=== design 1 ===
==> design_1/congestion_map.png <==
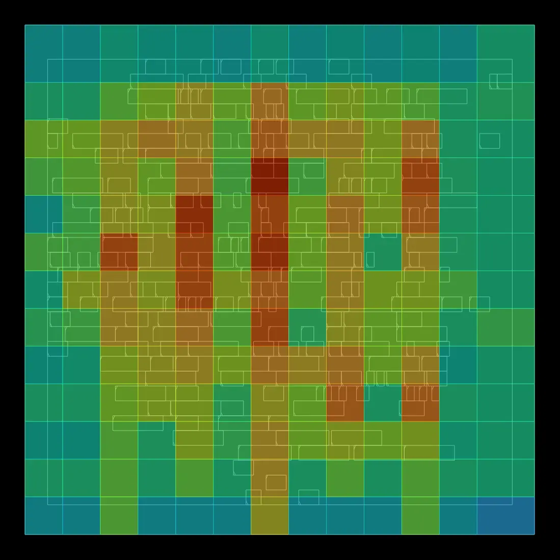

File: config.mk
export PLATFORM = sky130hd
export DESIGN_NAME = spi_slave
export DESIGN_NICKNAME = d
export VERILOG_FILES = /design/src/rtl/spi_slave.sv
export SDC_FILE = /design/constraint.sdc
export NUM_CORES = 1
export LEC_CHECK = 0
export CAP_MARGIN = 10
export CORE_MARGIN = 4
export CORE_UTILIZATION = 35
export DETAILED_ROUTE_END_ITERATION = 7
export GPL_TIMING_DRIVEN = 0
export SLEW_MARGIN = 0
export SYNTH_ARGS = -nofsm -noshare
export SYNTH_HDL_FRONTEND = slang
export SYNTH_SLANG_ARGS = --single-unit
File: constraint.sdc
create_clock -name clk -period 2.1 [get_ports clk]
set_clock_uncertainty 0.1 [all_clocks]
set_input_delay 0.21 -clock clk [delete_from_list [all_inputs] [get_ports clk]]
set_output_delay 0.21 -clock clk [all_outputs]
set_load 0.02 [all_outputs]
File: src/rtl/spi_slave.sv
// spi_slave: memory-mapped SPI mode-0 slave (MSB first, 8-bit frames) for the TRSQ8 bus.
// Optional receive interrupt and CTRL.RXIE are enabled by defining SPI_SLAVE_IRQ_EN.
module spi_slave #(
  parameter logic [7:0] BASE_ADDR = 8'h84,
  parameter logic [7:0] DUMMY_RST = 8'hFF
) (
  input  logic       clk,
  input  logic       reset_n,
  input  logic [7:0] addr,
  input  logic [7:0] din,
  output logic [7:0] dout,
  input  logic       wr_en,
  input  logic       rd_en,
  input  logic       sclk,
  input  logic       mosi,
  input  logic       ss_n,
  output logic       miso,
  output logic       miso_oe,
  output logic       irq
);

  typedef enum logic {ST_IDLE = 1'b0, ST_ACTIVE = 1'b1} state_t;

  state_t     r_state, w_state_nxt;
  logic       r_sclk_s1, r_sclk_s2, r_sclk_s3;
  logic       r_mosi_s1, r_mosi_s2;
  logic       r_ss_s1, r_ss_s2, r_ss_s3;
  logic       r_en, r_rxie;
  logic [7:0] r_dummy, r_txdata, r_rxdata, r_tx_sh;
  logic [6:0] r_rx_sh;
  logic [2:0] r_bitcnt;
  logic       r_tx_full, r_rx_full, r_overrun, r_abort, r_miso_oe, r_irq;

  logic       w_sclk_rise, w_sclk_fall, w_ss_fall, w_hit;
  logic       w_wr_data, w_wr_stat, w_wr_ctrl, w_wr_dummy, w_rd_data;
  logic       w_load, w_shift_rx, w_shift_tx, w_abort_set;
  logic       w_byte_done, w_rx_accept, w_ovr_set;
  logic [7:0] w_rx_byte, w_tx_load_val, w_status, w_ctrl;

  assign w_sclk_rise = r_sclk_s2 & ~r_sclk_s3;
  assign w_sclk_fall = ~r_sclk_s2 & r_sclk_s3;
  assign w_ss_fall   = ~r_ss_s2 & r_ss_s3;

  assign w_hit      = (addr[7:2] == BASE_ADDR[7:2]);
  assign w_wr_data  = w_hit & wr_en & (addr[1:0] == 2'd0);
  assign w_wr_stat  = w_hit & wr_en & (addr[1:0] == 2'd1);
  assign w_wr_ctrl  = w_hit & wr_en & (addr[1:0] == 2'd2);
  assign w_wr_dummy = w_hit & wr_en & (addr[1:0] == 2'd3);
  assign w_rd_data  = w_hit & rd_en & (addr[1:0] == 2'd0);

  assign w_rx_byte     = {r_rx_sh, r_mosi_s2};
  assign w_tx_load_val = r_tx_full ? r_txdata : r_dummy;
  // A same-cycle DATA read frees the holding register for the incoming byte.
  assign w_byte_done   = w_shift_rx & (r_bitcnt == 3'd7);
  assign w_rx_accept   = w_byte_done & (~r_rx_full | w_rd_data);
  assign w_ovr_set     = w_byte_done & ~w_rx_accept;

  assign w_status = {2'b00, r_ss_s2, (r_state == ST_ACTIVE), r_abort, r_overrun, r_tx_full, r_rx_full};
`ifdef SPI_SLAVE_IRQ_EN
  assign w_ctrl = {6'b000000, r_rxie, r_en};
`else
  assign w_ctrl = {7'b0000000, r_en};
`endif

  assign miso    = r_tx_sh[7];
  assign miso_oe = r_miso_oe;
  assign irq     = r_irq;

  // Input synchronisers plus the extra flops used for edge detection.
  always_ff @(posedge clk or negedge reset_n) begin
    if (!reset_n) begin
      r_sclk_s1 <= 1'b0; r_sclk_s2 <= 1'b0; r_sclk_s3 <= 1'b0;
      r_mosi_s1 <= 1'b0; r_mosi_s2 <= 1'b0;
      r_ss_s1   <= 1'b1; r_ss_s2   <= 1'b1; r_ss_s3   <= 1'b1;
    end else begin
      r_sclk_s1 <= sclk;      r_sclk_s2 <= r_sclk_s1; r_sclk_s3 <= r_sclk_s2;
      r_mosi_s1 <= mosi;      r_mosi_s2 <= r_mosi_s1;
      r_ss_s1   <= ss_n;      r_ss_s2   <= r_ss_s1;   r_ss_s3   <= r_ss_s2;
    end
  end

  // Next-state and per-cycle shift/load decisions.
  always_comb begin
    w_state_nxt = r_state;
    w_load      = 1'b0;
    w_shift_rx  = 1'b0;
    w_shift_tx  = 1'b0;
    w_abort_set = 1'b0;
    case (r_state)
      ST_IDLE: begin
        if (r_en && w_ss_fall) begin
          w_state_nxt = ST_ACTIVE;
          w_load      = 1'b1;
        end else begin
          w_state_nxt = ST_IDLE;
        end
      end
      ST_ACTIVE: begin
        if (r_ss_s2 || !r_en) begin
          w_state_nxt = ST_IDLE;
          w_abort_set = r_ss_s2 && (r_bitcnt != 3'd0);
        end else begin
          w_shift_rx = w_sclk_rise;
          if (w_sclk_fall && (r_bitcnt == 3'd0)) begin
            w_load = 1'b1;
          end else begin
            w_shift_tx = w_sclk_fall;
          end
        end
      end
      default: w_state_nxt = ST_IDLE;
    endcase
  end

  // FSM state, shifters, bit counter and output enable.
  always_ff @(posedge clk or negedge reset_n) begin
    if (!reset_n) begin
      r_state   <= ST_IDLE;
      r_tx_sh   <= 8'h00;
      r_rx_sh   <= 7'h00;
      r_bitcnt  <= 3'd0;
      r_miso_oe <= 1'b0;
    end else begin
      r_state   <= w_state_nxt;
      r_miso_oe <= (w_state_nxt == ST_ACTIVE);
      if (w_load) begin
        r_tx_sh <= w_tx_load_val;
      end else if (w_shift_tx) begin
        r_tx_sh <= {r_tx_sh[6:0], 1'b0};
      end else if (w_state_nxt == ST_IDLE) begin
        r_tx_sh <= 8'h00;
      end
      if (r_state == ST_IDLE) begin
        r_bitcnt <= 3'd0;
      end else if (w_shift_rx) begin
        r_bitcnt <= r_bitcnt + 3'd1;
      end
      if (w_shift_rx) begin
        r_rx_sh <= w_rx_byte[6:0];
      end
    end
  end

  // CPU-visible registers; hardware sets take priority over CPU clears.
  always_ff @(posedge clk or negedge reset_n) begin
    if (!reset_n) begin
      r_en      <= 1'b0;
      r_dummy   <= DUMMY_RST;
      r_txdata  <= 8'h00;
      r_tx_full <= 1'b0;
      r_rxdata  <= 8'h00;
      r_rx_full <= 1'b0;
      r_overrun <= 1'b0;
      r_abort   <= 1'b0;
    end else begin
      if (w_wr_ctrl)  r_en    <= din[0];
      if (w_wr_dummy) r_dummy <= din;
      if (w_wr_data)  r_txdata <= din;
      if (w_wr_data) begin
        r_tx_full <= 1'b1;
      end else if (w_load && r_tx_full) begin
        r_tx_full <= 1'b0;
      end
      if (w_rx_accept) r_rxdata <= w_rx_byte;
      if (w_rx_accept) begin
        r_rx_full <= 1'b1;
      end else if (w_rd_data) begin
        r_rx_full <= 1'b0;
      end
      if (w_ovr_set) begin
        r_overrun <= 1'b1;
      end else if (w_wr_stat && din[2]) begin
        r_overrun <= 1'b0;
      end
      if (w_abort_set) begin
        r_abort <= 1'b1;
      end else if (w_wr_stat && din[3]) begin
        r_abort <= 1'b0;
      end
    end
  end

`ifdef SPI_SLAVE_IRQ_EN
  // Receive interrupt enable and registered interrupt output.
  always_ff @(posedge clk or negedge reset_n) begin
    if (!reset_n) begin
      r_rxie <= 1'b0;
      r_irq  <= 1'b0;
    end else begin
      if (w_wr_ctrl) r_rxie <= din[1];
      r_irq <= r_rxie & r_rx_full;
    end
  end
`else
  assign r_rxie = 1'b0;
  assign r_irq  = 1'b0;
`endif

  // Combinational read mux.
  always_comb begin
    dout = 8'h00;
    if (w_hit) begin
      case (addr[1:0])
        2'd0:    dout = r_rxdata;
        2'd1:    dout = w_status;
        2'd2:    dout = w_ctrl;
        2'd3:    dout = r_dummy;
        default: dout = 8'h00;
      endcase
    end else begin
      dout = 8'h00;
    end
  end

endmodule

=== design 2 ===
[src/rtl/seg7_scan_ctrl.sv]
// Four-digit multiplexed 7-segment scan controller with double-buffered CPU writes.
// Define SEG7_LZB_EN to enable leading-zero blanking of digits 3..1.
module seg7_scan_ctrl #(
  parameter int unsigned REFRESH_DIV = 1000,
  parameter int unsigned GAP_CYCLES  = 8
) (
  input  logic        system1000,
  input  logic        system1000_rst,
  input  logic        wr_valid,
  output logic        wr_ready,
  input  logic [15:0] wr_data,
  input  logic [3:0]  wr_dp,
  input  logic [3:0]  wr_blank,
  output logic [7:0]  seg,
  output logic [3:0]  an,
  output logic        frame_tick
);

  localparam int unsigned CNT_MAX = (REFRESH_DIV > GAP_CYCLES) ? REFRESH_DIV : GAP_CYCLES;
  localparam int unsigned CW      = (CNT_MAX > 1) ? $clog2(CNT_MAX) : 1;
  localparam logic [CW-1:0] DRV_LAST = CW'(REFRESH_DIV - 1);
  localparam logic [CW-1:0] GAP_LAST = CW'((GAP_CYCLES > 0) ? GAP_CYCLES - 1 : 0);
  localparam bit GAP_EN = (GAP_CYCLES > 0);

  typedef enum logic {DARK, DRIVE} state_e;

  state_e        state_q, state_d;
  logic [CW-1:0] cnt_q, cnt_d;
  logic [1:0]    idx_q, idx_d;
  logic [15:0]   act_dig_q, act_dig_d, sh_dig_q, sh_dig_d;
  logic [3:0]    act_dp_q, act_dp_d, sh_dp_q, sh_dp_d;
  logic [3:0]    act_blk_q, act_blk_d, sh_blk_q, sh_blk_d;
  logic          pending_q, pending_d;
  logic [7:0]    seg_q, seg_d;
  logic [3:0]    an_q, an_d;
  logic          ft_q, ft_d;
  logic          accept, boundary, lzb;
  logic [3:0]    cur;

  function automatic logic [6:0] hex7(input logic [3:0] v);
    hex7 = 7'h7F;
    case (v)
      4'h0: hex7 = 7'h40;
      4'h1: hex7 = 7'h79;
      4'h2: hex7 = 7'h24;
      4'h3: hex7 = 7'h30;
      4'h4: hex7 = 7'h19;
      4'h5: hex7 = 7'h12;
      4'h6: hex7 = 7'h02;
      4'h7: hex7 = 7'h78;
      4'h8: hex7 = 7'h00;
      4'h9: hex7 = 7'h10;
      4'hA: hex7 = 7'h08;
      4'hB: hex7 = 7'h03;
      4'hC: hex7 = 7'h46;
      4'hD: hex7 = 7'h21;
      4'hE: hex7 = 7'h06;
      4'hF: hex7 = 7'h0E;
      default: hex7 = 7'h7F;
    endcase
  endfunction

  always_comb begin
    state_d  = state_q;
    cnt_d    = cnt_q + 1'b1;
    idx_d    = idx_q;
    boundary = 1'b0;
    unique case (state_q)
      DARK: begin
        if (!GAP_EN || cnt_q == GAP_LAST) begin
          state_d = DRIVE;
          cnt_d   = '0;
        end
      end
      DRIVE: begin
        if (cnt_q == DRV_LAST) begin
          state_d  = GAP_EN ? DARK : DRIVE;
          cnt_d    = '0;
          idx_d    = idx_q + 2'd1;
          boundary = (idx_q == 2'd3);
        end
      end
      default: ;
    endcase
  end

  // Commit only ever sees a write accepted in an earlier cycle: accept needs !pending.
  assign accept = wr_valid && !pending_q;

  always_comb begin
    pending_d = pending_q;
    sh_dig_d  = sh_dig_q;
    sh_dp_d   = sh_dp_q;
    sh_blk_d  = sh_blk_q;
    act_dig_d = act_dig_q;
    act_dp_d  = act_dp_q;
    act_blk_d = act_blk_q;
    if (boundary && pending_q) begin
      act_dig_d = sh_dig_q;
      act_dp_d  = sh_dp_q;
      act_blk_d = sh_blk_q;
      pending_d = 1'b0;
    end
    if (accept) begin
      sh_dig_d  = wr_data;
      sh_dp_d   = wr_dp;
      sh_blk_d  = wr_blank;
      pending_d = 1'b1;
    end
  end

  // Outputs are registered from next-state values so they move with state/idx.
  always_comb begin
    an_d  = 4'hF;
    seg_d = 8'hFF;
    ft_d  = 1'b0;
    cur   = act_dig_d[{idx_d, 2'b00} +: 4];
    lzb   = 1'b0;
`ifdef SEG7_LZB_EN
    case (idx_d)
      2'd3:    lzb = (act_dig_d[15:12] == 4'h0);
      2'd2:    lzb = (act_dig_d[15:8] == 8'h00);
      2'd1:    lzb = (act_dig_d[15:4] == 12'h000);
      default: lzb = 1'b0;
    endcase
`endif
    if (state_d == DRIVE) begin
      an_d = ~(4'b0001 << idx_d);
      if (act_blk_d[idx_d])
        seg_d = 8'hFF;
      else if (lzb)
        seg_d = {~act_dp_d[idx_d], 7'h7F};
      else
        seg_d = {~act_dp_d[idx_d], hex7(cur)};
      ft_d = (idx_d == 2'd3) && (cnt_d == DRV_LAST);
    end
  end

  always_ff @(posedge system1000 or posedge system1000_rst) begin
    if (system1000_rst) begin
      state_q   <= DARK;
      cnt_q     <= '0;
      idx_q     <= '0;
      act_dig_q <= '0;
      act_dp_q  <= '0;
      act_blk_q <= '0;
      sh_dig_q  <= '0;
      sh_dp_q   <= '0;
      sh_blk_q  <= '0;
      pending_q <= 1'b0;
      seg_q     <= '1;
      an_q      <= '1;
      ft_q      <= 1'b0;
    end else begin
      state_q   <= state_d;
      cnt_q     <= cnt_d;
      idx_q     <= idx_d;
      act_dig_q <= act_dig_d;
      act_dp_q  <= act_dp_d;
      act_blk_q <= act_blk_d;
      sh_dig_q  <= sh_dig_d;
      sh_dp_q   <= sh_dp_d;
      sh_blk_q  <= sh_blk_d;
      pending_q <= pending_d;
      seg_q     <= seg_d;
      an_q      <= an_d;
      ft_q      <= ft_d;
    end
  end

  assign wr_ready   = ~pending_q;
  assign seg        = seg_q;
  assign an         = an_q;
  assign frame_tick = ft_q;

endmodule

[config.mk]
export PLATFORM = sky130hd
export DESIGN_NAME = seg7_scan_ctrl
export DESIGN_NICKNAME = d
export VERILOG_FILES = /design/src/rtl/seg7_scan_ctrl.sv
export SDC_FILE = /design/constraint.sdc
export NUM_CORES = 1
export LEC_CHECK = 0
export ABC_AREA = 0
export CORE_ASPECT_RATIO = 1.25
export CORE_UTILIZATION = 40
export CTS_CLUSTER_SIZE = 25
export DETAILED_ROUTE_END_ITERATION = 16
export SLEW_MARGIN = 20
export SYNTH_ARGS = -nofsm -noshare
export SYNTH_HDL_FRONTEND = slang
export SYNTH_SLANG_ARGS = --single-unit
[constraint.sdc]
create_clock -name system1000 -period 5.2 [get_ports system1000]
set_input_delay 1.3 -clock system1000 [delete_from_list [all_inputs] [get_ports system1000]]
set_output_delay 1.3 -clock system1000 [all_outputs]
set_load 0.02 [all_outputs]
==> design_2/closeup.png <==
The bar under the picture is 10 µm long. Region (22, 12) to (62, 52) µm. Cells in grey, sequential cells in the stronger grey; small squares are vias.
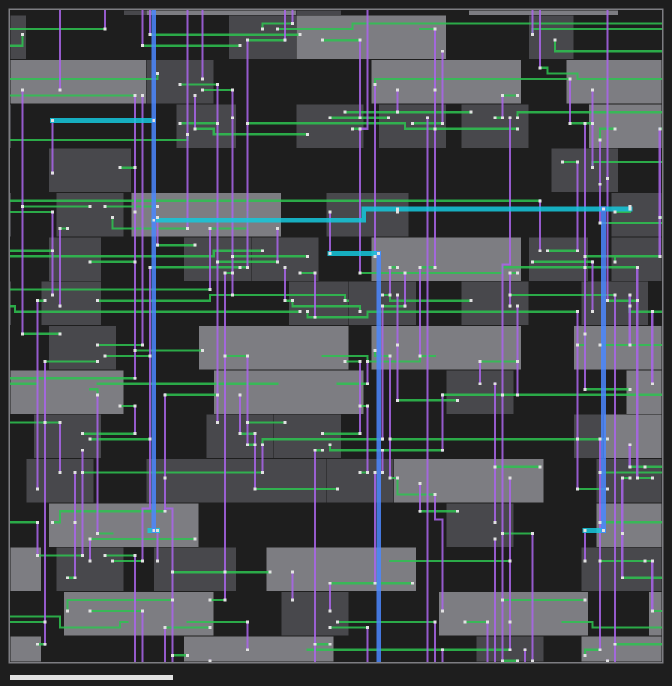
green -> M1
blue -> M4
cyan -> M3
purple -> M2
netlist names of flops here include = `act_dig_q` (12), `sh_dig_q` (6)
cells with their middle in the window = 55
most frequent = mux2_2 (24), dfrtp_1 (18), clkbuf_8 (5)
sequential cells in the window = 18

==> flow_summary.toml, design 2 <==
# synthesis and place-and-route metrics
[drt]
viasPerCell = 5.20
route.detailed.drc = 2
ant_nets = 0
wl_met1_um = 3140
vias = 2141

[run_status]
outcome = "finished with violations"
failed_checks = "design-rule violations"

[timing]
grt_setup_unrepaired = "no"
min_period_over_period_pct = 76.6
finalSetupViolCount = 0
relSlewSlack_pct = 45.7
fmax_ghz = 0.251
finClkSkew_ps = 10.3

[cts]
insertion_delay_ps = 350
cts.clk_slew.worst_paths_ps = 80
cts-root-buf = "clkbuf_8"
clock-sinks = 75
postCtsSetupBuffers = 0

[placed_design]
place_congestion = 0.827
place_inst = 396

[synth]
synth_cell_types = 40
synth-main-ff-cell = "dfrtp_1"
synth_top_area_share_pct = 45.9
ys_sh_aoi_pct = 3.57
ys_async_sr_fraction_pct = 100
ys_sh_adder_pct = 2.92

[grt]
grt_util_met2_pct = 24.8
grt.met3_usage_pct = 3.60
grt_pass1_wl_um = 10900

[setup_path]
crit_fanout = 20
crit_slowest_cell = "or4_1"
reg2regPathDepth = 11
worst-path-buf-inv = 2
cpPeakStageDelay_ps = 530
cp-endpoint = "seg[0]"

[floorplan]
dieArea_mm2 = 0.00896
fp_util_pct = 41.4

[cells_and_area]
num-nets-final = 345
fillers = 745
final_cells = 412

[worst_hold_path]
min_from = "act_blk_q[0]"
min_to = "act_blk_q[0]"
min_path_type = "flop to flop"
design 2: area by class of cell:
| class | instances | area, µm² | share of cell area [%] |
|---|---|---|---|
| Inverter | 14 | 56.3 | 1.35 |
| Tap cell | 97 | 121 | 2.91 |
| Sequential cell | 75 | 1890 | 45.4 |
| Multi-Input combinational cell | 166 | 1450 | 34.9 |
| Timing Repair Buffer | 44 | 430 | 10.3 |
| Clock inverter | 7 | 91.3 | 2.19 |
| Clock buffer | 9 | 124 | 2.97 |
design 2: per-stage QoR:
step	cell area (µm²)	hold WS (ps)
2_1_floorplan	3430	442
3_3_place_gp	3950	461
3_5_place_dp	3950	466
4_1_cts	4170	480
5_1_grt	4170	508
6_report	4170	482
design 2: flip-flops by register name (all words and copies together) (netlist names):
signal      flops
state_q         1
an              4
frame_tick      1
act_dp_q        4
sh_dp_q         4
act_dig_q      16
pending_q       1
idx_q           2
sh_dig_q       16
cnt_q          10
act_blk_q       4
sh_blk_q        4
seg             8
design 2: worst min-delay path, cell delays in order, from the launching register on:
cell and delay (ps):
dfrtp_1 320, mux2i_1 70, inv_1 60
design 2: report_power, final:
part           switching, mW  internal (mW)
clock network          0.216          0.269
logic                 0.0183         0.0331
registers             0.0122          0.605
==> design_1/m2.png <==
The bar under the picture is 20 µm long.
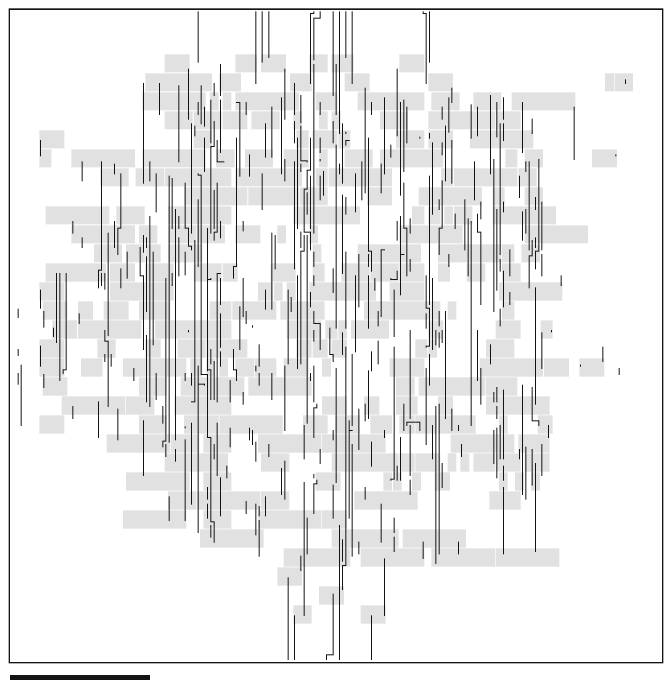
share of all routed wire = 47%
nets with wire on the layer = 231
GR Util met2: 19.8%
DR vias: 1625
DRT Wirelength: 5070 µm

About design_1/congestion_map.png:
WL per Instance: 15.3 µm
Top Usage Layer GRT: met2

==> flow_summary.toml, design 1 <==
# synthesis and place-and-route metrics
[run_status]
outcome = "completed"

[placed_design]
place_congestion = 0.774

[floorplan]
coreArea_mm2 = 0.00694

[timing]
min_period_over_period_pct = 98.0
drv_slew = 0
relSlewSlack_pct = 54.3

[synth]
ys_async_sr_fraction_pct = 100
syn_area_per_cell_um2 = 13.1

[drt]
ant_nets = 0

[worst_hold_path]
min_path_cells = 1

[cts]
clock_path_buffers = 2
cts_resized = 11

[setup_path]
cpPeakStageDelay_ps = 480
crit_chain = "mux4_2, and3_2, dlygate4sd2_1"

[grt]
grt_pass1_vias = 1652
grt_pass1_wl_um = 8430
grt.met3_usage_pct = 2.41
grt_overflow = 0

[cells_and_area]
layout.area.comb_mm2 = 0.00107
design 1: stage by stage:
stage / setup TNS (ps) / utilization [%] / hold WS (ps) / setup slack, ps / power (mW)
after floorplan: 0 / - / -186 / 386 / 1.25
after global placement: -52880 / 42.7 / 234 / -1030 / 1.34
after detailed placement: -2870 / 43.0 / 198 / -366 / 1.35
after CTS: 0 / 44.6 / 194 / 1.75 / 2.05
after global routing: -2.76 / 44.8 / 214 / -2.76 / 2.12
final: 0 / 44.8 / 199 / 42.0 / 2.03
design 1: state kept, by name, indices dropped and copies added, names as in the netlist, 3 cells and up:
register and count:
r_dummy 8, r_rxdata 8, r_tx_sh 8, r_txdata 8, r_rx_sh 7, r_bitcnt 3
design 1: cell type report:
class                   instances  share of cell area (%)
well taps                      96                    3.86
inverters                       3                   0.362
clock inverters                 3                    1.37
clock buffers                   5                    2.21
flip-flops and latches         56                    45.5
multi-input cells             127                    34.5
plain buffers                   7                    1.45
repair buffers                 35                    10.8
design 1: power by group:
part | switching, mW | leakage (nW) | internal (mW)
clock network | 0.350 | 0.0541 | 0.354
logic | 0.0747 | 0.628 | 0.0936
registers | 0.0429 | 0.721 | 1.12


## Gallery

Cells by drive strength.
The bar under the picture is 20 µm long.
Plate I
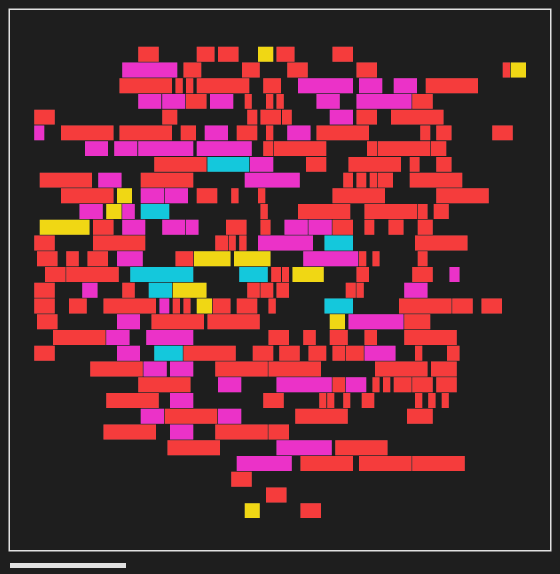
Plate II
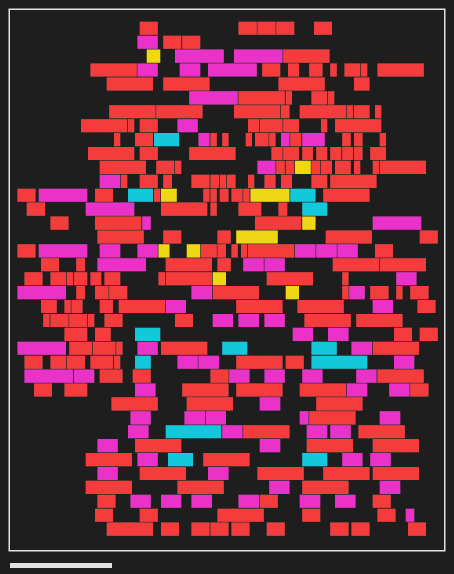
The one with the most cells is Plate II.
For design 1, see Plate I.
For design 2, see Plate II.

Key to Plate I:
yellow -> x3 and x4  # cells 12, most used buf_4
magenta -> x2  # cells 53, most used mux2_2
red -> x1 and smaller  # cells 163, most used dfrtp_1
cyan -> x6 and larger  # cells 8, most used clkbuf_8

Power is estimated from default activity; no workload was simulated.
